=== pipe_datapath_fwd ===
pipe_datapath_fwd/layer_met3.png
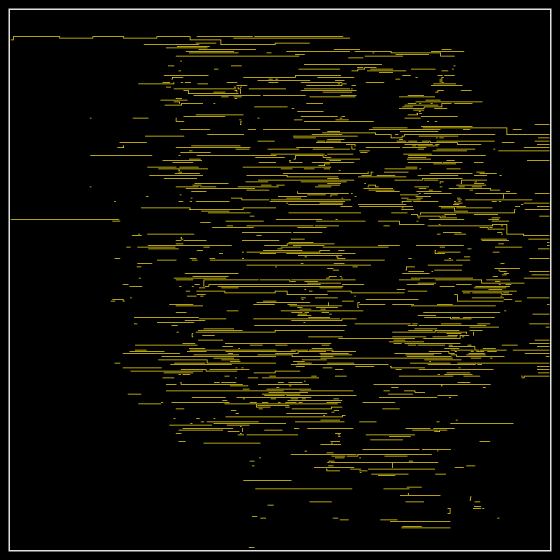

File: src/rtl/pipe_datapath_fwd.sv
// Five-stage IF/ID/EX/MEM/WB integer pipeline with internal decode, register file,
// EX-stage operand forwarding, load-use interlock and EX-resolved branch/jump flush.
module pipe_datapath_fwd #(
  parameter int unsigned DATA_W  = 16,
  parameter int unsigned PC_W    = 12,
  parameter int unsigned DADDR_W = 12
) (
  input  logic               clk,
  input  logic               reset,
  input  logic               enable,
  output logic [PC_W-1:0]    imem_addr,
  input  logic [15:0]        imem_rdata,
  output logic [DADDR_W-1:0] dmem_addr,
  output logic [DATA_W-1:0]  dmem_wdata,
  output logic               dmem_we,
  input  logic [DATA_W-1:0]  dmem_rdata,
  output logic [DATA_W-1:0]  result_w,
  output logic               reg_write_w,
  output logic [3:0]         dest_w
);

  localparam int unsigned INST_W = 16;
  localparam int unsigned RIDX_W = 4;
  localparam int unsigned REG_N  = 16;

  localparam logic [3:0] OP_ADD  = 4'd1;
  localparam logic [3:0] OP_SUB  = 4'd2;
  localparam logic [3:0] OP_AND  = 4'd3;
  localparam logic [3:0] OP_OR   = 4'd4;
  localparam logic [3:0] OP_ADDI = 4'd5;
  localparam logic [3:0] OP_LW   = 4'd6;
  localparam logic [3:0] OP_SW   = 4'd7;
  localparam logic [3:0] OP_BEQ  = 4'd8;
  localparam logic [3:0] OP_JMP  = 4'd9;

  typedef struct packed {
    logic [INST_W-1:0] inst;
    logic [PC_W-1:0]   pc;
  } if_id_t;

  typedef struct packed {
    logic [INST_W-1:0] inst;
    logic [PC_W-1:0]   pc;
    logic [DATA_W-1:0] rs1_val;
    logic [DATA_W-1:0] rs2_val;
    logic [DATA_W-1:0] rd_val;
  } id_ex_t;

  typedef struct packed {
    logic              reg_write;
    logic              mem_we;
    logic              is_load;
    logic [RIDX_W-1:0] dest;
    logic [DATA_W-1:0] alu;
    logic [DATA_W-1:0] sdata;
  } ex_mem_t;

  typedef struct packed {
    logic              reg_write;
    logic [RIDX_W-1:0] dest;
    logic [DATA_W-1:0] result;
  } mem_wb_t;

  // Decode helpers shared by the hazard unit and EX control.
  function automatic logic writes_reg(input logic [3:0] op);
    return op inside {OP_ADD, OP_SUB, OP_AND, OP_OR, OP_ADDI, OP_LW};
  endfunction

  function automatic logic uses_rs1(input logic [3:0] op);
    return op inside {[OP_ADD:OP_BEQ]};
  endfunction

  function automatic logic uses_rs2(input logic [3:0] op);
    return op inside {[OP_ADD:OP_OR]};
  endfunction

  function automatic logic uses_rd(input logic [3:0] op);
    return op inside {OP_SW, OP_BEQ};
  endfunction

  // MEM result beats WB result beats the value read in ID.
  function automatic logic [DATA_W-1:0] fwd(
    input logic [RIDX_W-1:0] src,
    input logic [DATA_W-1:0] id_val,
    input logic              mem_ok,
    input logic [RIDX_W-1:0] mem_dest,
    input logic [DATA_W-1:0] mem_val,
    input logic              wb_ok,
    input logic [RIDX_W-1:0] wb_dest,
    input logic [DATA_W-1:0] wb_val
  );
    if (mem_ok && (mem_dest == src)) return mem_val;
    if (wb_ok && (wb_dest == src))   return wb_val;
    return id_val;
  endfunction

  logic [PC_W-1:0]   pc;
  if_id_t            if_id;
  id_ex_t            id_ex;
  ex_mem_t           ex_mem;
  mem_wb_t           mem_wb;
  logic [DATA_W-1:0] rf [REG_N];

  // ID stage
  logic [3:0]        id_op;
  logic [RIDX_W-1:0] id_rd;
  logic [RIDX_W-1:0] id_rs1;
  logic [RIDX_W-1:0] id_rs2;
  logic              wb_we;
  logic [DATA_W-1:0] id_rs1_val;
  logic [DATA_W-1:0] id_rs2_val;
  logic [DATA_W-1:0] id_rd_val;
  logic              load_use;
  id_ex_t            id_ex_d;

  // EX stage
  logic [3:0]        ex_op;
  logic [RIDX_W-1:0] ex_rd;
  logic [RIDX_W-1:0] ex_rs1;
  logic [RIDX_W-1:0] ex_rs2;
  logic              mem_fwd_ok;
  logic [DATA_W-1:0] ex_a;
  logic [DATA_W-1:0] ex_b;
  logic [DATA_W-1:0] ex_d;
  logic [DATA_W-1:0] ex_imm;
  logic [DATA_W-1:0] ex_alu;
  logic              taken;
  logic [PC_W-1:0]   target;
  ex_mem_t           ex_mem_d;

  // MEM stage
  mem_wb_t           mem_wb_d;

  assign id_op  = if_id.inst[15:12];
  assign id_rd  = if_id.inst[11:8];
  assign id_rs1 = if_id.inst[7:4];
  assign id_rs2 = if_id.inst[3:0];

  assign ex_op  = id_ex.inst[15:12];
  assign ex_rd  = id_ex.inst[11:8];
  assign ex_rs1 = id_ex.inst[7:4];
  assign ex_rs2 = id_ex.inst[3:0];

  assign wb_we      = mem_wb.reg_write && (mem_wb.dest != '0);
  assign mem_fwd_ok = ex_mem.reg_write && !ex_mem.is_load && (ex_mem.dest != '0);

  // Register read with same-cycle WB bypass; R0 is never written so reads 0.
  always_comb begin
    id_rs1_val = rf[id_rs1];
    id_rs2_val = rf[id_rs2];
    id_rd_val  = rf[id_rd];
    if (wb_we && (mem_wb.dest == id_rs1)) id_rs1_val = mem_wb.result;
    if (wb_we && (mem_wb.dest == id_rs2)) id_rs2_val = mem_wb.result;
    if (wb_we && (mem_wb.dest == id_rd))  id_rd_val  = mem_wb.result;
  end

  always_comb begin
    load_use = (ex_op == OP_LW) && (ex_rd != '0) &&
               ((uses_rs1(id_op) && (id_rs1 == ex_rd)) ||
                (uses_rs2(id_op) && (id_rs2 == ex_rd)) ||
                (uses_rd(id_op)  && (id_rd  == ex_rd)));
  end

  always_comb begin
    id_ex_d.inst    = if_id.inst;
    id_ex_d.pc      = if_id.pc;
    id_ex_d.rs1_val = id_rs1_val;
    id_ex_d.rs2_val = id_rs2_val;
    id_ex_d.rd_val  = id_rd_val;
  end

  // EX: operand forwarding, ALU, branch resolution.
  always_comb begin
    ex_a   = fwd(ex_rs1, id_ex.rs1_val, mem_fwd_ok, ex_mem.dest, ex_mem.alu,
                 wb_we, mem_wb.dest, mem_wb.result);
    ex_b   = fwd(ex_rs2, id_ex.rs2_val, mem_fwd_ok, ex_mem.dest, ex_mem.alu,
                 wb_we, mem_wb.dest, mem_wb.result);
    ex_d   = fwd(ex_rd, id_ex.rd_val, mem_fwd_ok, ex_mem.dest, ex_mem.alu,
                 wb_we, mem_wb.dest, mem_wb.result);
    ex_imm = {{(DATA_W-4){ex_rs2[3]}}, ex_rs2};
    ex_alu = '0;
    case (ex_op)
      OP_ADD:                ex_alu = ex_a + ex_b;
      OP_SUB:                ex_alu = ex_a - ex_b;
      OP_AND:                ex_alu = ex_a & ex_b;
      OP_OR:                 ex_alu = ex_a | ex_b;
      OP_ADDI, OP_LW, OP_SW: ex_alu = ex_a + ex_imm;
      default:               ex_alu = '0;
    endcase
    taken  = (ex_op == OP_JMP) || ((ex_op == OP_BEQ) && (ex_d == ex_a));
    target = id_ex.pc + PC_W'(1) +
             ((ex_op == OP_JMP) ? PC_W'($signed(id_ex.inst[11:0]))
                                : PC_W'($signed(ex_rs2)));
  end

  always_comb begin
    ex_mem_d.reg_write = writes_reg(ex_op);
    ex_mem_d.mem_we    = (ex_op == OP_SW);
    ex_mem_d.is_load   = (ex_op == OP_LW);
    ex_mem_d.dest      = ex_rd;
    ex_mem_d.alu       = ex_alu;
    ex_mem_d.sdata     = ex_d;
  end

  // MEM: load data is captured at the end of the MEM cycle.
  always_comb begin
    mem_wb_d.reg_write = ex_mem.reg_write;
    mem_wb_d.dest      = ex_mem.dest;
    mem_wb_d.result    = ex_mem.is_load ? dmem_rdata : ex_mem.alu;
  end

  // PC and pipeline registers: freeze, then flush, then load-use stall.
  always_ff @(posedge clk or posedge reset) begin
    if (reset) begin
      pc     <= '0;
      if_id  <= '0;
      id_ex  <= '0;
      ex_mem <= '0;
      mem_wb <= '0;
    end else if (enable) begin
      ex_mem <= ex_mem_d;
      mem_wb <= mem_wb_d;
      if (taken) begin
        pc    <= target;
        if_id <= '0;
        id_ex <= '0;
      end else if (load_use) begin
        id_ex <= '0;
      end else begin
        pc         <= pc + PC_W'(1);
        if_id.inst <= imem_rdata;
        if_id.pc   <= pc;
        id_ex      <= id_ex_d;
      end
    end
  end

  // Register file, written in WB; writes to R0 are dropped.
  always_ff @(posedge clk or posedge reset) begin
    if (reset) begin
      for (int i = 0; i < REG_N; i++) rf[i] <= '0;
    end else if (enable && wb_we) begin
      rf[mem_wb.dest] <= mem_wb.result;
    end
  end

  assign imem_addr   = pc;
  assign dmem_addr   = DADDR_W'(ex_mem.alu);
  assign dmem_wdata  = ex_mem.sdata;
  assign dmem_we     = ex_mem.mem_we & enable;
  assign result_w    = mem_wb.result;
  assign reg_write_w = mem_wb.reg_write;
  assign dest_w      = mem_wb.dest;

endmodule
File: config.mk
export PLATFORM = sky130hd
export DESIGN_NAME = pipe_datapath_fwd
export DESIGN_NICKNAME = d
export VERILOG_FILES = /design/src/rtl/pipe_datapath_fwd.sv
export SDC_FILE = /design/constraint.sdc
export NUM_CORES = 1
export LEC_CHECK = 0
export CAP_MARGIN = 15
export CORE_MARGIN = 5
export CORE_UTILIZATION = 60
export DETAILED_ROUTE_END_ITERATION = 7
export DONT_BUFFER_PORTS = 1
export GPL_ROUTABILITY_DRIVEN = 0
export PLACE_DENSITY = 0.83
export SLEW_MARGIN = 15
export SYNTH_ARGS = -nofsm -noshare
export SYNTH_HDL_FRONTEND = slang
export SYNTH_SLANG_ARGS = --single-unit
File: constraint.sdc
create_clock -name clk -period 16.3 [get_ports clk]
set_clock_uncertainty 0.2 [all_clocks]
set_input_delay 1.63 -clock clk [delete_from_list [all_inputs] [get_ports clk]]
set_output_delay 1.63 -clock clk [all_outputs]
set_load 0.1 [all_outputs]
=== pipe_scroller ===
[src/rtl/pipe_scroller.sv]
// pipe_scroller: two horizontally scrolling pipe obstacles with LFSR-randomised
// gap heights, a one-tick "pipe passed" pulse and a saturating 3-digit BCD score.
// Build option: define PIPE_SPEEDUP_EN to make the scroll step grow with the
// score (1 px below 10, 2 px from 10, 3 px from 20 upwards). Without it the
// step is the constant 1 and no speed logic is generated.
module pipe_scroller #(
   parameter int          SCREEN_W  = 640,
   parameter int          PIPE_W    = 40,
   parameter int          START1_X  = 319,
   parameter int          START2_X  = 639,
   parameter int          INIT_Y    = 240,
   parameter int          Y_MIN     = 100,
   parameter logic [15:0] LFSR_SEED = 16'hACE1
) (
   input  logic        game_clk,
   input  logic        reset,
   input  logic        restart,
   input  logic        enable,
   input  logic [10:0] bird_x,
   output logic [10:0] pipe1_x,
   output logic [10:0] pipe1_y,
   output logic [10:0] pipe2_x,
   output logic [10:0] pipe2_y,
   output logic        passed,
   output logic [11:0] score
);

   localparam logic [10:0] WRAP_X   = 11'(SCREEN_W - 1);
   localparam logic [11:0] EDGE_OFS = 12'(PIPE_W - 1);

   logic [15:0] lfsr_reg;
   logic [15:0] lfsr_next;
   logic [11:0] score_reg;
   logic [11:0] score_next;
   logic        passed_reg;
   logic [1:0]  step;
   logic [1:0]  hit;
   logic [1:0]  pass_count;
   logic [21:0] x_all;
   logic [21:0] y_all;

   // BCD add of 0..2 with in-cycle digit carry; saturates at 999
   function automatic logic [11:0] bcd_add(input logic [11:0] value, input logic [1:0] amount);
      logic [4:0]  ones;
      logic [4:0]  tens;
      logic [4:0]  hundreds;
      logic [11:0] result;
      ones     = {1'b0, value[3:0]} + {3'b000, amount};
      tens     = {1'b0, value[7:4]};
      hundreds = {1'b0, value[11:8]};
      if (ones > 5'd9) begin
         ones = ones - 5'd10;
         tens = tens + 5'd1;
      end
      if (tens > 5'd9) begin
         tens     = tens - 5'd10;
         hundreds = hundreds + 5'd1;
      end
      if (hundreds > 5'd9)
         result = 12'h999;
      else
         result = {hundreds[3:0], tens[3:0], ones[3:0]};
      return result;
   endfunction

   // Fibonacci LFSR x^16+x^14+x^13+x^11+1, feedback enters bit 0
   always_comb begin
      lfsr_next = {lfsr_reg[14:0], lfsr_reg[15] ^ lfsr_reg[13] ^ lfsr_reg[12] ^ lfsr_reg[10]};
   end

   // LFSR free-runs through restart and while paused; only reset reseeds it
   always_ff @(posedge game_clk) begin
      if (reset)
         lfsr_reg <= LFSR_SEED;
      else
         lfsr_reg <= lfsr_next;
   end

`ifdef PIPE_SPEEDUP_EN
   // Scroll step taken from the registered score: 1 below 10, 2 in 10..19, else 3
   always_comb begin
      step = 2'd3;
      if (score_reg[11:8] == 4'd0) begin
         if (score_reg[7:4] == 4'd0)
            step = 2'd1;
         else if (score_reg[7:4] == 4'd1)
            step = 2'd2;
      end
   end
`else
   assign step = 2'd1;
`endif

   generate
      for (genvar gi = 0; gi < 2; gi++) begin : g_pipe
         localparam logic [10:0] START_X = (gi == 0) ? 11'(START1_X) : 11'(START2_X);

         logic [10:0] x_reg;
         logic [10:0] y_reg;
         logic        wrap;
         logic [11:0] right_edge;
         logic [11:0] right_next;

         // Crossing is judged in 12 bits: right edge now vs. right edge after this step
         assign wrap       = x_reg < {9'd0, step};
         assign right_edge = {1'b0, x_reg} + EDGE_OFS;
         assign right_next = right_edge - {10'd0, step};
         assign hit[gi]    = enable && !wrap
                             && (right_edge >= {1'b0, bird_x})
                             && (right_next <  {1'b0, bird_x});

         // Pipe position and gap height; a wrapping pipe draws its own LFSR byte
         always_ff @(posedge game_clk) begin
            if (reset || restart) begin
               x_reg <= START_X;
               y_reg <= 11'(INIT_Y);
            end else if (enable) begin
               if (wrap) begin
                  x_reg <= WRAP_X;
                  y_reg <= 11'(Y_MIN) + {3'd0, lfsr_reg[gi*8 +: 8]};
               end else begin
                  x_reg <= x_reg - {9'd0, step};
               end
            end
         end

         assign x_all[gi*11 +: 11] = x_reg;
         assign y_all[gi*11 +: 11] = y_reg;
      end
   endgenerate

   assign pass_count = {hit[1] & hit[0], hit[1] ^ hit[0]};

   // Score after this tick's passes
   always_comb begin
      score_next = bcd_add(score_reg, pass_count);
   end

   // Pass pulse and score update on the crossing edge; paused game holds the score
   always_ff @(posedge game_clk) begin
      if (reset || restart) begin
         score_reg  <= 12'h000;
         passed_reg <= 1'b0;
      end else begin
         passed_reg <= |hit;
         if (enable)
            score_reg <= score_next;
      end
   end

   assign pipe1_x = x_all[10:0];
   assign pipe2_x = x_all[21:11];
   assign pipe1_y = y_all[10:0];
   assign pipe2_y = y_all[21:11];
   assign passed  = passed_reg;
   assign score   = score_reg;

endmodule

[config.mk]
export PLATFORM = sky130hd
export DESIGN_NAME = pipe_scroller
export DESIGN_NICKNAME = d
export VERILOG_FILES = /design/src/rtl/pipe_scroller.sv
export SDC_FILE = /design/constraint.sdc
export NUM_CORES = 1
export LEC_CHECK = 0
export CAP_MARGIN = 20
export CORE_MARGIN = 4
export CORE_UTILIZATION = 60
export DETAILED_ROUTE_END_ITERATION = 10
export GPL_ROUTABILITY_DRIVEN = 1
export PLACE_DENSITY = 0.85
export SLEW_MARGIN = 20
export SYNTH_ARGS = -nofsm -noshare
export SYNTH_HDL_FRONTEND = slang
export SYNTH_SLANG_ARGS = --single-unit
[constraint.sdc]
create_clock -name game_clk -period 8.7 [get_ports game_clk]
set_input_delay 1.74 -clock game_clk [delete_from_list [all_inputs] [get_ports game_clk]]
set_output_delay 1.74 -clock game_clk [all_outputs]
set_load 0.02 [all_outputs]
=== hazard_trace_buffer ===
## config.mk

```make
export PLATFORM = sky130hd
export DESIGN_NAME = hazard_trace_buffer
export DESIGN_NICKNAME = d
export VERILOG_FILES = /design/src/rtl/hazard_trace_buffer.sv
export SDC_FILE = /design/constraint.sdc
export NUM_CORES = 1
export LEC_CHECK = 0
export CORE_MARGIN = 3
export CORE_UTILIZATION = 40
export CTS_CLUSTER_DIAMETER = 80
export DETAILED_ROUTE_END_ITERATION = 16
export GPL_ROUTABILITY_DRIVEN = 0
export PLACE_DENSITY_LB_ADDON = 0.2
export SETUP_SLACK_MARGIN = 0.4
export SYNTH_ARGS = -nofsm -noshare
export SYNTH_HDL_FRONTEND = slang
export SYNTH_SLANG_ARGS = --single-unit
```

## constraint.sdc

```tcl
create_clock -name clk -period 5.04 [get_ports clk]
set_input_delay 1.008 -clock clk [delete_from_list [all_inputs] [get_ports clk]]
set_output_delay 1.008 -clock clk [all_outputs]
set_load 0.02 [all_outputs]
```

## src/rtl/hazard_trace_buffer.sv

```systemverilog
// Hazard event trace buffer for the pipeline hazard detection unit.
// Captures classified hazard events (RAW/WAR/WAW) with register indices and
// a free-running timestamp into a circular buffer read over valid/ready.
// Keeps saturating per-type counters; stop-on-full or overwrite-oldest capture.
// Ports:
//   clk, rst_n          : clock, synchronous active-low reset
//   cap_en, mode_wrap   : capture enable, 1 = overwrite oldest when full
//   clear               : flush buffer, overflow flag and counters
//   hz_valid/type/src/dst : incoming hazard event
//   out_valid/ready/data : head entry {ts, type, src, dst}
//   count, overflow     : occupancy, sticky drop/overwrite flag
//   raw/war/waw_cnt     : saturating per-type event counters
module hazard_trace_buffer #(
  parameter int unsigned REG_W = 3,
  parameter int unsigned DEPTH = 8,
  parameter int unsigned TS_W  = 8,
  parameter int unsigned CNT_W = 8
) (
  input  logic                            clk,
  input  logic                            rst_n,
  input  logic                            cap_en,
  input  logic                            mode_wrap,
  input  logic                            clear,
  input  logic                            hz_valid,
  input  logic [1:0]                      hz_type,
  input  logic [REG_W-1:0]                hz_src,
  input  logic [REG_W-1:0]                hz_dst,
  output logic                            out_valid,
  input  logic                            out_ready,
  output logic [TS_W+2+2*REG_W-1:0]       out_data,
  output logic [$clog2(DEPTH+1)-1:0]      count,
  output logic                            overflow,
  output logic [CNT_W-1:0]                raw_cnt,
  output logic [CNT_W-1:0]                war_cnt,
  output logic [CNT_W-1:0]                waw_cnt
);

  localparam int unsigned PTR_W   = $clog2(DEPTH);
  localparam int unsigned COUNT_W = $clog2(DEPTH+1);
  localparam int unsigned DATA_W  = TS_W + 2 + 2*REG_W;

  typedef struct packed {
    logic [TS_W-1:0]  ts;
    logic [1:0]       typ;
    logic [REG_W-1:0] src;
    logic [REG_W-1:0] dst;
  } entry_t;

  entry_t             mem_q [DEPTH];
  logic [PTR_W-1:0]   wr_ptr_q, wr_ptr_d;
  logic [PTR_W-1:0]   rd_ptr_q, rd_ptr_d;
  logic [COUNT_W-1:0] count_q, count_d;
  logic               overflow_q, overflow_d;
  logic [CNT_W-1:0]   raw_cnt_q, raw_cnt_d;
  logic [CNT_W-1:0]   war_cnt_q, war_cnt_d;
  logic [CNT_W-1:0]   waw_cnt_q, waw_cnt_d;
  logic [TS_W-1:0]    ts_q, ts_d;
  logic               mem_we;
  entry_t             wr_entry;
  logic               qual, pop, full, push_ok;

  // Next-state: clear dominates; otherwise push/pop/overwrite bookkeeping.
  always_comb begin
    wr_ptr_d   = wr_ptr_q;
    rd_ptr_d   = rd_ptr_q;
    count_d    = count_q;
    overflow_d = overflow_q;
    raw_cnt_d  = raw_cnt_q;
    war_cnt_d  = war_cnt_q;
    waw_cnt_d  = waw_cnt_q;
    ts_d       = ts_q + TS_W'(1);
    mem_we     = 1'b0;
    wr_entry   = {ts_q, hz_type, hz_src, hz_dst};

    qual    = hz_valid & cap_en & (hz_type != 2'b00);
    pop     = (count_q != COUNT_W'(0)) & out_ready;
    full    = (count_q == COUNT_W'(DEPTH));
    // A push is taken unless the buffer is full, nothing pops and we stop-on-full.
    push_ok = qual & (~full | pop | mode_wrap);

    if (clear) begin
      wr_ptr_d   = '0;
      rd_ptr_d   = '0;
      count_d    = '0;
      overflow_d = 1'b0;
      raw_cnt_d  = '0;
      war_cnt_d  = '0;
      waw_cnt_d  = '0;
    end else begin
      // Counters see every qualified event, including dropped ones.
      if (qual) begin
        case (hz_type)
          2'b01:   if (raw_cnt_q != '1) raw_cnt_d = raw_cnt_q + CNT_W'(1);
          2'b10:   if (war_cnt_q != '1) war_cnt_d = war_cnt_q + CNT_W'(1);
          2'b11:   if (waw_cnt_q != '1) waw_cnt_d = waw_cnt_q + CNT_W'(1);
          default: ;
        endcase
      end

      if (push_ok) begin
        mem_we   = 1'b1;
        wr_ptr_d = wr_ptr_q + PTR_W'(1);
      end

      // Overwrite when full without a pop drags the head forward as well.
      if (pop || (qual && full && mode_wrap)) rd_ptr_d = rd_ptr_q + PTR_W'(1);

      if (qual && full && !pop) overflow_d = 1'b1;

      if (push_ok && !pop && !full)  count_d = count_q + COUNT_W'(1);
      else if (pop && !push_ok)      count_d = count_q - COUNT_W'(1);
    end
  end

  // State registers.
  always_ff @(posedge clk) begin
    if (!rst_n) begin
      wr_ptr_q   <= '0;
      rd_ptr_q   <= '0;
      count_q    <= '0;
      overflow_q <= 1'b0;
      raw_cnt_q  <= '0;
      war_cnt_q  <= '0;
      waw_cnt_q  <= '0;
      ts_q       <= '0;
    end else begin
      wr_ptr_q   <= wr_ptr_d;
      rd_ptr_q   <= rd_ptr_d;
      count_q    <= count_d;
      overflow_q <= overflow_d;
      raw_cnt_q  <= raw_cnt_d;
      war_cnt_q  <= war_cnt_d;
      waw_cnt_q  <= waw_cnt_d;
      ts_q       <= ts_d;
    end
  end

  // Trace storage; contents are don't-care after reset so no reset here.
  always_ff @(posedge clk) begin
    if (rst_n && mem_we) mem_q[wr_ptr_q] <= wr_entry;
  end

  // Head is read straight from storage; forced to zero while empty.
  assign out_valid = (count_q != COUNT_W'(0));
  assign out_data  = out_valid ? DATA_W'(mem_q[rd_ptr_q]) : DATA_W'(0);
  assign count     = count_q;
  assign overflow  = overflow_q;
  assign raw_cnt   = raw_cnt_q;
  assign war_cnt   = war_cnt_q;
  assign waw_cnt   = waw_cnt_q;

endmodule

```

=== dpwm_gen ===
`src/rtl/dpwm_gen.sv`:
```
// Counter-compare DPWM: converts a signed Q4.15 control word into a clamped duty count.
// The duty is double-buffered at period boundaries. Define DPWM_DEADTIME_EN for dead-time pwm_h_o/pwm_l_o.
module dpwm_gen #(
  parameter int unsigned CNT_W  = 8,
  parameter int unsigned PERIOD = 255,
  parameter int unsigned D_MIN  = 0,
  parameter int unsigned D_MAX  = 242,
  parameter int unsigned DT     = 4
) (
  input  logic               f_clk_i,
  input  logic               rst_i,
  input  logic               en_i,
  input  logic signed [18:0] n_con_i,
  output logic               pwm_o,
  output logic               pwm_tick_o,
  output logic [CNT_W:0]     duty_act_o,
  output logic               sat_o
`ifdef DPWM_DEADTIME_EN
  ,
  output logic               pwm_h_o,
  output logic               pwm_l_o
`endif
);

  localparam int unsigned DW = CNT_W + 1;
  // Wide enough for the full product so the clamp sees the untruncated value.
  localparam int unsigned PW = CNT_W + 21;

  localparam logic [CNT_W-1:0]     CntMax  = CNT_W'(PERIOD);
  localparam logic signed [PW-1:0] Scale   = PW'(PERIOD + 1);
  localparam logic signed [PW-1:0] RawMin  = PW'(D_MIN);
  localparam logic signed [PW-1:0] RawMax  = PW'(D_MAX);
  localparam logic [DW-1:0]        DutyMin = DW'(D_MIN);
  localparam logic [DW-1:0]        DutyMax = DW'(D_MAX);

  logic signed [PW-1:0] prod, raw;
  logic [DW-1:0]        duty_n;
  logic                 sat_n;

  logic [CNT_W-1:0] cnt_q, cnt_d;
  logic [DW-1:0]    duty_q;
  logic             sat_q, pwm_q, tick_q;
  logic             at_end, load;

  always_comb begin
    prod = PW'(n_con_i) * Scale;
    raw  = prod >>> 15;
    if (raw < RawMin) begin
      duty_n = DutyMin;
      sat_n  = 1'b1;
    end else if (raw > RawMax) begin
      duty_n = DutyMax;
      sat_n  = 1'b1;
    end else begin
      duty_n = DW'(raw);
      sat_n  = 1'b0;
    end
  end

  always_comb begin
    at_end = (cnt_q == CntMax);
    load   = !en_i || at_end;
    cnt_d  = '0;
    if (en_i && !at_end) begin
      cnt_d = cnt_q + 1'b1;
    end
  end

  always_ff @(posedge f_clk_i or posedge rst_i) begin
    if (rst_i) begin
      cnt_q  <= '0;
      duty_q <= DutyMin;
      sat_q  <= 1'b0;
      pwm_q  <= 1'b0;
      tick_q <= 1'b0;
    end else begin
      cnt_q <= cnt_d;
      if (load) begin
        duty_q <= duty_n;
        sat_q  <= sat_n;
      end
      pwm_q  <= en_i && ({1'b0, cnt_q} < duty_q);
      tick_q <= en_i && at_end;
    end
  end

  assign pwm_o      = pwm_q;
  assign pwm_tick_o = tick_q;
  assign duty_act_o = duty_q;
  assign sat_o      = sat_q;

`ifdef DPWM_DEADTIME_EN
  localparam int unsigned DtW    = (DT > 1) ? $clog2(DT) : 1;
  localparam logic [DtW-1:0] DtLast = DtW'(DT - 1);

  typedef enum logic [2:0] {StOff, StDtLh, StHigh, StDtHl, StLow} state_e;

  state_e         st_q, st_d;
  logic [DtW-1:0] dt_q, dt_d;
  logic           pwm_h_q, pwm_l_q;

  // Follows the registered pwm; a reversed edge inside a dead-time window restarts it.
  always_comb begin
    st_d = st_q;
    dt_d = '0;
    if (!en_i) begin
      st_d = StOff;
    end else begin
      unique case (st_q)
        StOff:  st_d = pwm_q ? StDtLh : StDtHl;
        StDtLh: begin
          if (!pwm_q)               st_d = StDtHl;
          else if (dt_q == DtLast)  st_d = StHigh;
          else                      dt_d = dt_q + 1'b1;
        end
        StHigh: if (!pwm_q) st_d = StDtHl;
        StDtHl: begin
          if (pwm_q)                st_d = StDtLh;
          else if (dt_q == DtLast)  st_d = StLow;
          else                      dt_d = dt_q + 1'b1;
        end
        StLow:  if (pwm_q) st_d = StDtLh;
        default: st_d = StOff;
      endcase
    end
  end

  always_ff @(posedge f_clk_i or posedge rst_i) begin
    if (rst_i) begin
      st_q    <= StOff;
      dt_q    <= '0;
      pwm_h_q <= 1'b0;
      pwm_l_q <= 1'b0;
    end else begin
      st_q    <= st_d;
      dt_q    <= dt_d;
      pwm_h_q <= (st_d == StHigh);
      pwm_l_q <= (st_d == StLow);
    end
  end

  assign pwm_h_o = pwm_h_q;
  assign pwm_l_o = pwm_l_q;
`endif

endmodule
```
`config.mk`:
```
export PLATFORM = sky130hd
export DESIGN_NAME = dpwm_gen
export DESIGN_NICKNAME = d
export VERILOG_FILES = /design/src/rtl/dpwm_gen.sv
export SDC_FILE = /design/constraint.sdc
export NUM_CORES = 1
export LEC_CHECK = 0
export CORE_MARGIN = 2
export CORE_UTILIZATION = 40
export DETAILED_ROUTE_END_ITERATION = 12
export GPL_TIMING_DRIVEN = 0
export PLACE_DENSITY = 0.81
export SLEW_MARGIN = 20
export SYNTH_ARGS = -nofsm -noshare
export SYNTH_HDL_FRONTEND = slang
export SYNTH_SLANG_ARGS = --single-unit
export TNS_END_PERCENT = 50
```
`constraint.sdc`:
```
create_clock -name f_clk_i -period 1.7 [get_ports f_clk_i]
set_clock_uncertainty 0.15 [all_clocks]
set_input_delay 0.34 -clock f_clk_i [delete_from_list [all_inputs] [get_ports f_clk_i]]
set_output_delay 0.34 -clock f_clk_i [all_outputs]
set_load 0.03 [all_outputs]
```

## Gallery

Met2 routing.
panel A
The bar under the picture is 20 um long.
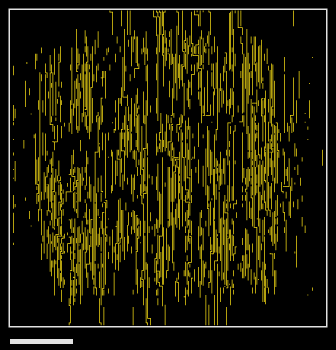
panel B
The bar under the picture is 50 um long.
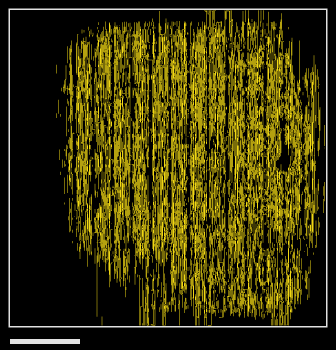
panel C
The bar under the picture is 50 um long.
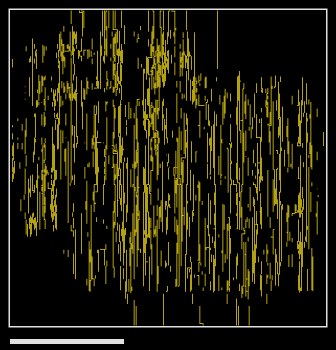
panel D
The bar under the picture is 20 um long.
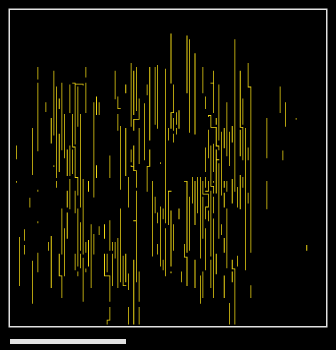
panel C -> hazard_trace_buffer
panel A -> pipe_scroller
panel B -> pipe_datapath_fwd
panel D -> dpwm_gen
- largest die: panel B
- smallest die: panel D

Key to panel D:
main direction = vertical
nets with wire on the layer = 141

hazard_trace_buffer/layer_met3.png
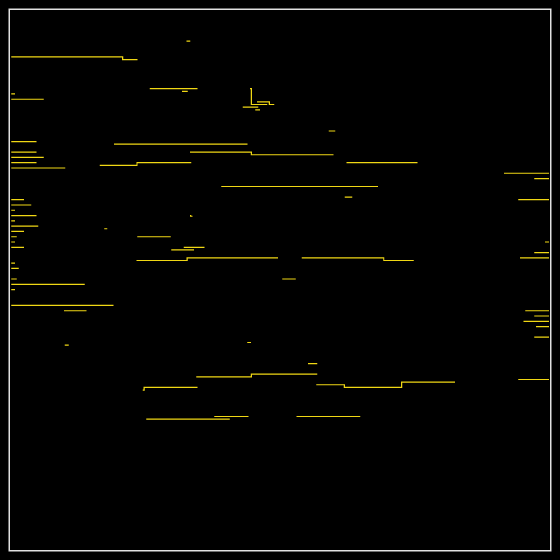
share of all routed wire = 4.4%
main direction = horizontal
wire length on this layer = 638 um
longest straight run = 40.0 um
nets with wire on the layer = 52

==> changes_impl.md, hazard_trace_buffer <==
### Changed

- Post-CTS sizing: 0
- Post-Syn Area per Cell: 15.7 sq um
- Internal power summed over all cells: 2.28 mW
- Endpoint of the lowest-slack register-to-register path: count[3]
- Combined flip-flop and latch cell area: 4770 sq um
- Max IR drop VDD: 0.249 mV
- Per-cell via count in the routed design: 5.48
- Cell at the root of the clock tree: clkbuf_16
- Number of standard cells in the layout, taps in and fillers out: 764
- Area Overhead vs Synth: 21.7%
- Number of warnings the tools reported: 26
- Tally of unique sky130hd cells used after synthesis: 50
- Crit path DAT: 2840 ps
- Number of flops mapped to enable cells by yosys: 128
- XOR-XNOR Cells, Area Fraction: 1.24%
- Crit-path leading delay family: buffers and inverters
- Run status: complete, no violations
- Crit-path cells: buf_4 -> mux4_2 -> mux2i_1 -> nor2_1 -> clkdlybuf4s50_1
hazard_trace_buffer: worst min-delay path by stage:
stage,from,to,slack (ps),depth (start not counted)
after floorplan,rd_ptr_q[2],flop,450,2
final,overflow,overflow,480,2
after global routing,overflow,overflow,520,2
after CTS,rd_ptr_q[2],rd_ptr_q[2],490,2
after global placement,overflow,overflow,460,2
after detailed placement,overflow,overflow,470,2
hazard_trace_buffer: state kept, by name, summed over array words and instances (netlist names), named ones only:
signal,flops
mem_q,128
raw_cnt,8
ts_q,8
war_cnt,8
waw_cnt,8
count,4
rd_ptr_q,3
wr_ptr_q,3
overflow,1
hazard_trace_buffer: through the flow:
| step | area (sq um) | total power [mW] | util (%) | setup slack [ps] | hold slack [ps] |
|---|---|---|---|---|---|
| global placement | 8070 | 1.74 | 47.6 | 1100 | 462 |
| floorplan | 7060 | 1.67 | - | 1260 | 453 |
| finish | 8600 | 2.90 | 50.8 | 1190 | 480 |
| detailed placement | 8070 | 1.74 | 47.6 | 958 | 471 |
| global route | 8600 | 3.00 | 50.8 | 943 | 522 |
| CTS | 8600 | 2.93 | 50.8 | 1100 | 489 |
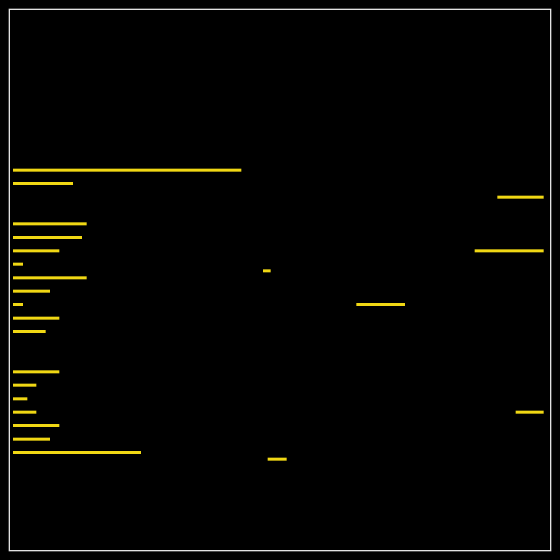
dpwm_gen/layer_met3.png
share of all routed wire = 5.2%
wire length on this layer = 116 um

==> changes_impl.md, dpwm_gen <==
### Changed

- Total I/O pin count: 34
- Total Power Consumption: 1.00 mW
- Worst slack at placement: -419 ps
- Wire length of the first global-routing pass: 3750 um
- Leakage dissipation: 0.664 nW
- Buffering stage count on the worst path with inverters included: 1
- TritonCTS Buffers: 3
- Final count of hold timing violations: 0
- Startpoint of the lowest-slack register-to-register path: cnt_q[1]
- MUX area fraction: 0%
- Cell types with the highest counts after synthesis: dfrtp_1 (20), nor2_1 (13), inv_1 (10)
- Number of warnings the tools reported: 34
- Total setup violations reported at the end of the flow: 0
- Largest stage delay, worst path: 540 ps
- Startpoint type of the worst setup path: input pin
- Run status: complete, no violations
- Reg2reg setup slack: 80 ps
## dpwm_gen: worst max-delay path by stage
stage	to	slack, ps	cells past startpoint
2_1_floorplan	pwm_o	90	6
3_3_place_gp	duty_act_o[0]	-400	5
3_5_place_dp	duty_act_o[2]	-420	5
4_1_cts	duty_act_o[4]	10	5
5_1_grt	duty_act_o[7]	-20	5
6_report	duty_act_o[2]	60	5
## dpwm_gen: state kept, by name, indices dropped and copies added, names as in the netlist
register	cells
duty_act_o	9
pwm_tick_o	1
cnt_q	8
sat_o	1
pwm_o	1
## dpwm_gen: timing repair
action,CTS,global route
endpoints found under the setup margin,27,8
cloned,0,0
setup buffers,2,3
pin swaps,0,3
resized,17,9
## dpwm_gen: routing by layer
layer	share of wire, %	vias up
met4	0.85	0
met3	5.2	2
li1	-	431
met2	52	25
met1	41	425
met5	0	-
## dpwm_gen: cell type report
| cell class | count | area [sq um] |
|---|---|---|
| Buffer | 1 | 7.51 |
| Clock buffer | 4 | 36.3 |
| Fill cell | 232 | 1020 |
| Inverter | 10 | 37.5 |
| Multi-Input combinational cell | 72 | 532 |
| Sequential cell | 20 | 502 |
| Tap cell | 30 | 37.5 |
| Timing Repair Buffer | 31 | 282 |
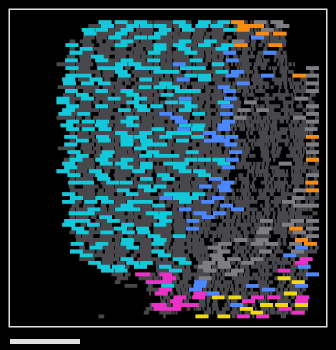
pipe_datapath_fwd/flops_by_reg.png
The bar under the picture is 50 um long. Other sequential cells in the stronger gray, the rest of the logic in the fainter gray.
blue -> `id_ex`  # flops 60
cyan -> `rf`  # flops 256
orange -> `result_w`  # flops 16
yellow -> `imem_addr`  # flops 12, where bottom right
magenta -> `id_ex_d`  # flops 28
not colored = 60

## Picture notes: pipe_datapath_fwd/layer_met3.png
main direction = horizontal
nets with wire on the layer = 394
wire length on this layer = 9200 um
share of all routed wire = 12%
longest straight run = 72.5 um

==> changes_impl.md, pipe_datapath_fwd <==
### Changed

- Run status: finished with violations
- Violated checks: design-rule violations
- Floorplan core area: 45600 sq um
- Post-DR wirelength/cell: 28.7 um
- Final count of hold timing violations: 0
- Area used by multi-input combinational logic: 15600 sq um
- Cell type contributing the most total cell area after synthesis: dfrtp_1
- Crit path DAT: 6380 ps
- Placed Instance Area: 27800 sq um
- H-tree levels: 2
- Crit. End Element: flop
- Switching Share: 44.3%
- Clock Network Area Fraction: 5.20%
- Clock-pin slew on the worst setup and hold paths: 60 ps
- Number of max-cap violations: 0
- Post-CTS repair timing setup buffer count: 0
- Post-Syn Area per Cell: 12.1 sq um
- DRC violation count after routing: 2
- Number of violations reported at the end of detailed-routing iteration 0: 3304
- Cell at the root of the clock tree: clkbuf_16
- Number of cell rows: 78
- Total setup violations reported at the end of the flow: 0
- Met2 WL: 37000 um
- Slowest library cell on the worst path: or3_1
- Die Width: 225 um
==> pipe_datapath_fwd: cells by family (layout without fill, tap and decap cells) <==
family / after synthesis / in the layout / share of synthesized area (%)
XOR/XNOR: 88 / 88 / 2.83
adder cells (fa/ha/maj): 32 / 32 / 1.50
other: 0 / 1 / 0
AND/OR/NAND/NOR: 381 / 381 / 6.79
multiplexers: 593 / 593 / 33.4
buffers and inverters: 314 / 193 / 5.07
flip-flops: 432 / 432 / 39.0
AND-OR/OR-AND: 459 / 459 / 11.4
==> pipe_datapath_fwd: power by group through the flow <==
| stage | Combinational [mW] | Clock, mW | Sequential, mW |
|---|---|---|---|
| after floorplan | 2.22 | 0 | 1.92 |
| after global placement | 2.47 | 0 | 2.15 |
| after detailed placement | 2.56 | 0 | 2.21 |
| after CTS | 2.58 | 1.07 | 2.20 |
| after global routing | 2.80 | 1.11 | 2.26 |
| final | 2.64 | 1.07 | 2.22 |
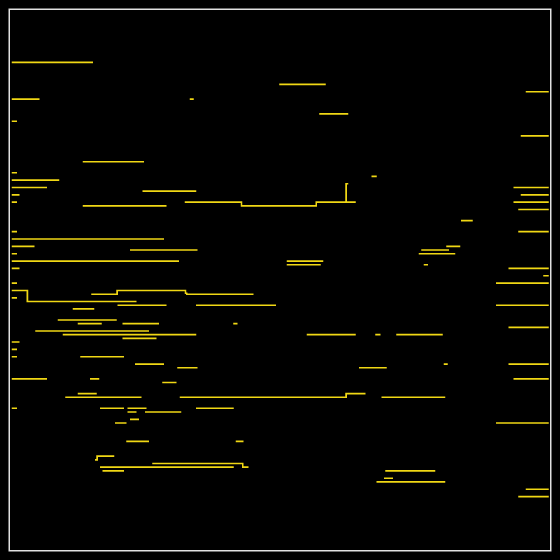
pipe_scroller/layer_met3.png
nets with wire on the layer = 76
share of all routed wire = 5.9%

==> changes_impl.md, pipe_scroller <==
### Changed

- Run status: complete, no violations
- Via count of the routed design: 4518
- Per-cell via count in the routed design: 5.78
- Largest fanout on the critical path: 9
- Buffering stage count on the worst path with inverters included: 3
- Total setup violations reported at the end of the flow: 0
- Number of violations reported at the end of detailed-routing iteration 0: 186
- Port buffer count: 67
- Top class by area: multi-input combinational cells
- Largest stage delay, worst path: 560 ps
- Final weighted congestion of routability-driven global placement: 0.983
- Primary flip-flop cell chosen by synthesis mapping: dfxtp_1
- Setup crit end: score[6]
- Crit path DAT: 7300 ps
- Hold path startpoint: pipe1_y[8]
- Ratio of cells with drive above 1 in the final layout: 5.92%
- Worst Hold End: pipe1_y[8]
- Clock Latency Late Sink: 350 ps
- Layout clock buffers: 10
- Nets: 747
- Logic Gate Count: 485
- Yosys stat cell total: 620
- Core Util at FP: 61.5%
- Die Width: 99.8 um
- FFs & Latches: 69
- TritonCTS Buffers: 9
- Sequential area share after synthesis: 27.3%
- Final count of hold timing violations: 0
- Tightest Hold Check Type: reg2reg
- Most frequently used cell type in the post-synthesis netlist: dfxtp_1
==> pipe_scroller: power by group <==
part	internal, mW	leakage, nW	total [mW]	switching (mW)
clock	0.171	0.110	0.310	0.139
sequential	0.322	0.562	0.329	0.00696
combinational	0.0325	1.74	0.0709	0.0384
==> pipe_scroller: through the flow <==
| stage | cell area (sq um) | power (mW) | utilization (%) | hold slack, ps | instances |
|---|---|---|---|---|---|
| floorplan | 5060 | 0.384 | - | 417 | 623 |
| global placement | 5740 | 0.403 | 69.8 | 426 | 765 |
| detailed placement | 5740 | 0.407 | 69.8 | 431 | 765 |
| CTS | 5970 | 0.713 | 72.6 | 456 | 781 |
| global route | 5970 | 0.737 | 72.6 | 472 | 781 |
| finish | 5970 | 0.710 | 72.6 | 460 | 781 |
==> pipe_scroller: kinds of logic after synthesis <==
logic type,after synthesis,share of synthesized area (%)
adder cells (fa/ha/maj),61,15.3
AND-OR/OR-AND,138,18.3
flip-flops,69,27.3
multiplexers,2,0.396
XOR/XNOR,69,12.1
other,1,0.0742
buffers and inverters,69,5.62
AND/OR/NAND/NOR,211,20.9

=== ysyx_25020047_lsu ===
File: config.mk
export PLATFORM = sky130hd
export DESIGN_NAME = ysyx_25020047_lsu
export DESIGN_NICKNAME = d
export VERILOG_FILES = /design/src/rtl/ysyx_25020047_lsu.sv
export SDC_FILE = /design/constraint.sdc
export NUM_CORES = 1
export LEC_CHECK = 0
export CAP_MARGIN = 30
export CORE_ASPECT_RATIO = 0.6
export CORE_MARGIN = 2
export CORE_UTILIZATION = 30
export CTS_BUF_LIST = sky130_fd_sc_hd__clkbuf_4 sky130_fd_sc_hd__clkbuf_8
export CTS_CLUSTER_DIAMETER = 60
export DETAILED_ROUTE_END_ITERATION = 8
export DONT_BUFFER_PORTS = 1
export PLACE_DENSITY_LB_ADDON = 0.2
export SYNTH_ARGS = -nofsm -noshare
export SYNTH_HDL_FRONTEND = slang
export SYNTH_SLANG_ARGS = --single-unit
File: constraint.sdc
create_clock -name clk -period 2.9 [get_ports clk]
set_clock_uncertainty 0.1 [all_clocks]
set_input_delay 0.29 -clock clk [delete_from_list [all_inputs] [get_ports clk]]
set_output_delay 0.29 -clock clk [all_outputs]
set_load 0.05 [all_outputs]
File: src/rtl/ysyx_25020047_lsu.sv
// ysyx_25020047_lsu: load/store unit between execute and register-file writeback.
// It takes one instruction at a time and runs a single bus transaction for it.
// It then returns a writeback packet that carries data, a write enable and an error flag.
module ysyx_25020047_lsu #(
    parameter int unsigned TIMEOUT = 255
) (
    input  logic        clk,
    input  logic        rst,
    input  logic        in_valid,
    output logic        in_ready,
    input  logic [31:0] inst_type,
    input  logic [31:0] addr,
    input  logic [31:0] wdata,
    input  logic        read,
    input  logic        write,
    input  logic        reg_wen,
    input  logic [4:0]  rd,
    output logic        mem_req_valid,
    input  logic        mem_req_ready,
    output logic [31:0] mem_req_addr,
    output logic        mem_req_wen,
    output logic [31:0] mem_req_wdata,
    output logic [3:0]  mem_req_wmask,
    input  logic        mem_resp_valid,
    input  logic [31:0] mem_resp_rdata,
    output logic        mem_resp_ready,
    output logic        out_valid,
    input  logic        out_ready,
    output logic [4:0]  out_rd,
    output logic [31:0] out_data,
    output logic        out_wen,
    output logic        out_err
);

    typedef enum logic [1:0] {IDLE, REQ, RESP, DONE} state_t;

    state_t      r_state;
    state_t      w_next;

    logic [31:0] r_cnt;
    logic        r_is_lw;
    logic        r_is_lbu;
    logic [1:0]  r_off;
    logic        r_reg_wen;

    logic [31:0] r_req_addr;
    logic        r_req_wen;
    logic [31:0] r_req_wdata;
    logic [3:0]  r_req_wmask;

    logic [4:0]  r_out_rd;
    logic [31:0] r_out_data;
    logic        r_out_wen;
    logic        r_out_err;

    logic        w_is_lw;
    logic        w_is_lbu;
    logic        w_is_sw;
    logic        w_is_sb;
    logic        w_mem;
    logic        w_known;
    logic        w_misalign;
    logic        w_go_req;
    logic        w_timeout;
    logic [7:0]  w_byte;

    // Decode the incoming instruction; only meaningful while IDLE.
    always_comb begin
        w_is_lw    = (inst_type == 32'h20);
        w_is_lbu   = (inst_type == 32'h40);
        w_is_sw    = (inst_type == 32'h80);
        w_is_sb    = (inst_type == 32'h160);
        w_mem      = read | write;
        w_known    = w_is_lw | w_is_lbu | w_is_sw | w_is_sb;
        w_misalign = w_mem & (w_is_lw | w_is_sw) & (addr[1:0] != 2'b00);
        w_go_req   = w_mem & w_known & ~w_misalign;
        w_timeout  = (r_cnt == TIMEOUT);
    end

    // Pick the addressed byte lane out of the returned word for lbu.
    always_comb begin
        case (r_off)
            2'd0:    w_byte = mem_resp_rdata[7:0];
            2'd1:    w_byte = mem_resp_rdata[15:8];
            2'd2:    w_byte = mem_resp_rdata[23:16];
            default: w_byte = mem_resp_rdata[31:24];
        endcase
    end

    // State register; reset wins over any handshake in the same cycle.
    always_ff @(posedge clk) begin
        if (rst) r_state <= IDLE;
        else     r_state <= w_next;
    end

    // Next-state logic.
    always_comb begin
        w_next = r_state;
        case (r_state)
            IDLE: if (in_valid) w_next = w_go_req ? REQ : DONE;
            REQ:  if (mem_req_ready) w_next = RESP;
            RESP: if (mem_resp_valid || w_timeout) w_next = DONE;
            DONE: if (out_ready) w_next = IDLE;
            default: w_next = IDLE;
        endcase
    end

    // Handshake outputs decoded from the state; data fields come from registers.
    always_comb begin
        in_ready       = (r_state == IDLE);
        mem_req_valid  = (r_state == REQ);
        mem_resp_ready = (r_state == RESP);
        out_valid      = (r_state == DONE);
        mem_req_addr   = r_req_addr;
        mem_req_wen    = r_req_wen;
        mem_req_wdata  = r_req_wdata;
        mem_req_wmask  = r_req_wmask;
        out_rd         = r_out_rd;
        out_data       = r_out_data;
        out_wen        = r_out_wen;
        out_err        = r_out_err;
    end

    // Latch the instruction, format the request and build the writeback packet.
    always_ff @(posedge clk) begin
        if (rst) begin
            r_cnt       <= '0;
            r_is_lw     <= 1'b0;
            r_is_lbu    <= 1'b0;
            r_off       <= 2'b00;
            r_reg_wen   <= 1'b0;
            r_req_addr  <= '0;
            r_req_wen   <= 1'b0;
            r_req_wdata <= '0;
            r_req_wmask <= '0;
            r_out_rd    <= '0;
            r_out_data  <= '0;
            r_out_wen   <= 1'b0;
            r_out_err   <= 1'b0;
        end else begin
            case (r_state)
                IDLE: if (in_valid) begin
                    r_cnt     <= '0;
                    r_is_lw   <= w_is_lw;
                    r_is_lbu  <= w_is_lbu;
                    r_off     <= addr[1:0];
                    r_reg_wen <= reg_wen;
                    r_out_rd  <= rd;
                    if (w_go_req) begin
                        r_req_addr  <= {addr[31:2], 2'b00};
                        r_req_wen   <= w_is_sw | w_is_sb;
                        r_req_wdata <= w_is_sw ? wdata :
                                       w_is_sb ? {4{wdata[7:0]}} : 32'h0;
                        r_req_wmask <= w_is_sw ? 4'hF :
                                       w_is_sb ? (4'b0001 << addr[1:0]) : 4'h0;
                        r_out_data  <= '0;
                        r_out_wen   <= 1'b0;
                        r_out_err   <= 1'b0;
                    end else if (w_misalign) begin
                        r_out_data  <= '0;
                        r_out_wen   <= 1'b0;
                        r_out_err   <= 1'b1;
                    end else begin
                        // Non-memory op passes the ALU result through; a memory
                        // flag on an unknown op code is flagged as an error.
                        r_out_data  <= addr;
                        r_out_wen   <= w_mem ? 1'b0 : reg_wen;
                        r_out_err   <= w_mem;
                    end
                end
                REQ: if (mem_req_ready) r_cnt <= '0;
                RESP: begin
                    if (mem_resp_valid) begin
                        r_out_data <= r_is_lw  ? mem_resp_rdata :
                                      r_is_lbu ? {24'h0, w_byte} : 32'h0;
                        r_out_wen  <= (r_is_lw | r_is_lbu) & r_reg_wen;
                        r_out_err  <= 1'b0;
                    end else if (w_timeout) begin
                        r_out_data <= '0;
                        r_out_wen  <= 1'b0;
                        r_out_err  <= 1'b1;
                    end else begin
                        r_cnt <= r_cnt + 32'd1;
                    end
                end
                default: ;
            endcase
        end
    end

endmodule

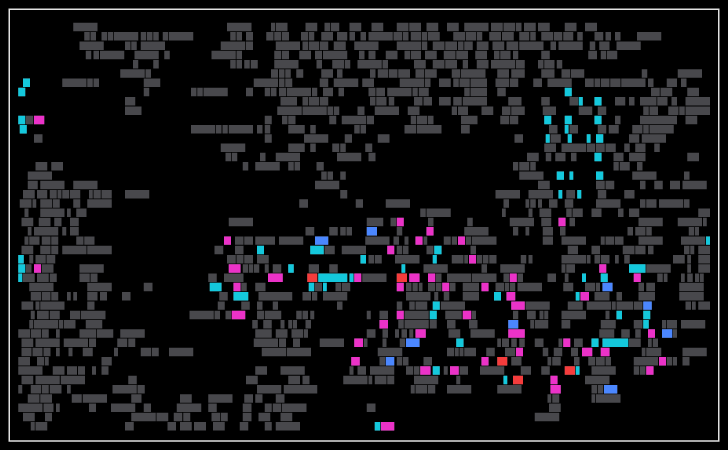
ysyx_25020047_lsu/logic_types.png
blue -> AND-OR and OR-AND gates  # cells 9
magenta -> AND and OR gates  # cells 46
cyan -> NOR gates  # cells 55
red -> XOR/XNOR gates  # cells 5

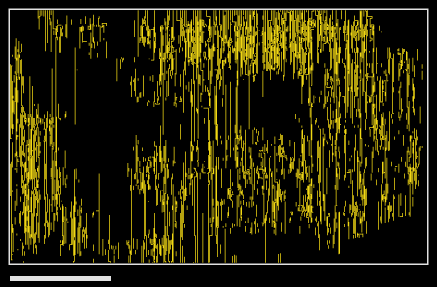
ysyx_25020047_lsu/layer_met2.png
The bar under the picture is 50 um long.
nets with wire on the layer = 877
longest straight run = 58.3 um
share of all routed wire = 39%

==> changes_impl.md <==
### Changed

- Run status: complete, no violations
- Portion of total power attributed to the clock network: 24.3%
- Total stage count of the critical path: 9
- Sequential area share after synthesis: 39.0%
- Placed Instance Area: 7800 sq um
- Combined area of all synthesized cells: 7450 sq um
- Startpoint of the lowest-slack register-to-register path: r_state[0]
- Internal power summed over all cells: 3.69 mW
- Worst Hold End: out_data[0]
- Comb area leader: AND-OR/OR-AND gates
- Dominant logic cell type in the layout: dfxtp_1
- Hold path startpoint: mem_resp_rdata[0]
- Post-CTS repair timing setup buffer count: 0
- Aggregate negative setup slack: 0 ps
- Final cell area excluding filler cells: 9240 sq um
- Final Max-Slew Violation Tally: 0
- Yosys chip area: 7450 sq um
- Core Util at FP: 30.7%
- Nets: 1113
- Per-cell via count in the routed design: 6.04
- WHS: 58.0 ps
- Remaining antenna violation count after routing: 0
- H-tree levels: 4
- Number of warnings the tools reported: 32
- Floorplan core area: 24300 sq um
- Cell at the root of the clock tree: clkbuf_8
- Maximum count of clock buffers along a single path: 2
- Power per Cell Area: 718 nW/um^2
- Crit path setup slack, layout: 168 ps
- AND-OR/OR-AND share of the synthesized area: 29.9%
==> routing by layer <==
layer / wire length (um) / part of all wire [%] / GRT usage [%]
met1: 15700 / 49 / 36.9
met2: 12500 / 39 / 31.2
met4: 459 / 1.4 / 6.68
met3: 3400 / 11 / 9.00
met5: 33 / 0.10 / 0
==> final cells by class <==
class / instances / area (sq um)
clock inverter: 9 / 82.6
inverter: 13 / 48.8
clock buffer: 22 / 297
timing repair buffer: 144 / 1370
antenna: 1 / 2.50
sequential: 145 / 2900
tap: 322 / 403
multi-input combinational: 645 / 4130
fill: 2510 / 15000
==> registers in the layout (all words and copies together) (netlist names) <==
name	flops
mem_req_wmask	4
r_is_lw	1
r_is_lbu	1
mem_req_addr	30
r_cnt	32
out_wen	1
r_off	2
out_data	32
out_err	1
r_state	2
r_reg_wen	1
mem_req_wen	1
out_rd	5
mem_req_wdata	32
==> logic make-up after synthesis <==
| group | after synthesis |
|---|---|
| compound gates | 331 |
| xor+xnor | 5 |
| fa+ha+maj | 5 |
| buf+inv | 103 |
| flops | 145 |
| mux | 16 |
| other cells | 1 |
| simple gates | 286 |


==> gallery <==
Gate-type map.
(a)
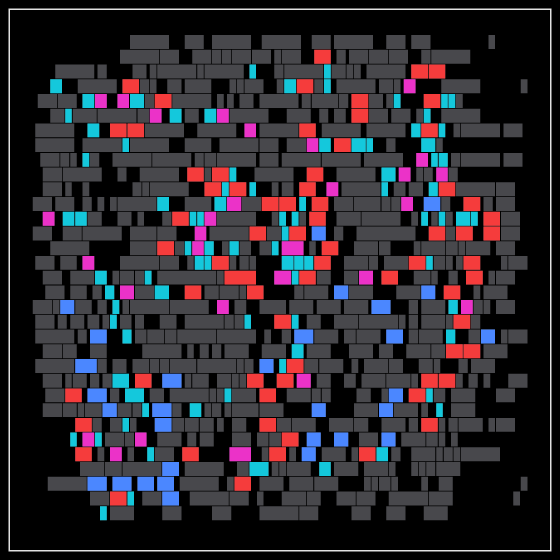
(b)
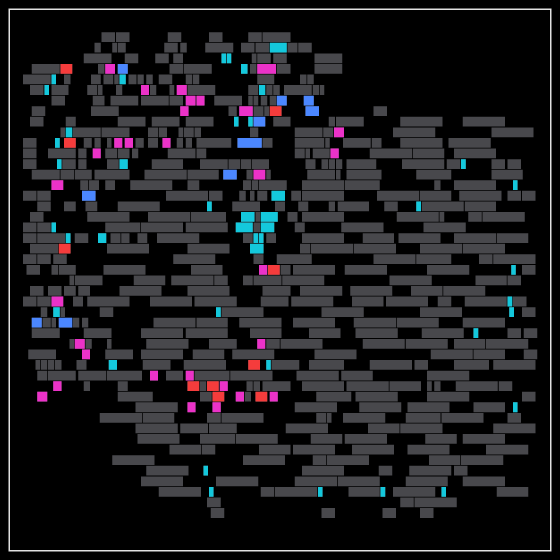
(c)
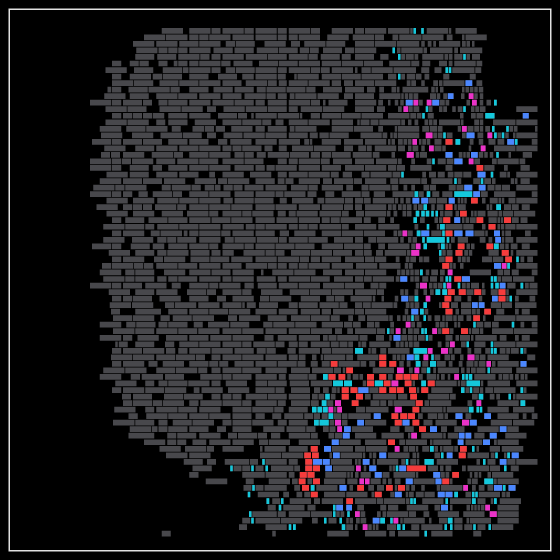
(d)
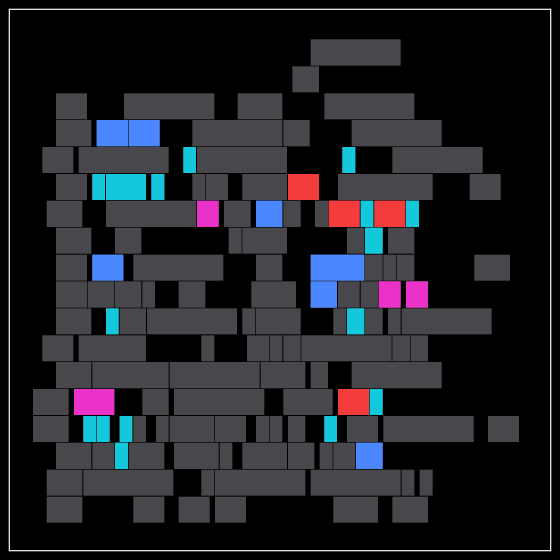
(a) comes from pipe_scroller.
(d) comes from dpwm_gen.
(c) comes from pipe_datapath_fwd.
(b) comes from hazard_trace_buffer.
- most cells: (c)
- fewest cells: (d)

No activity file was given, so power comes from the tool's default toggle rates.
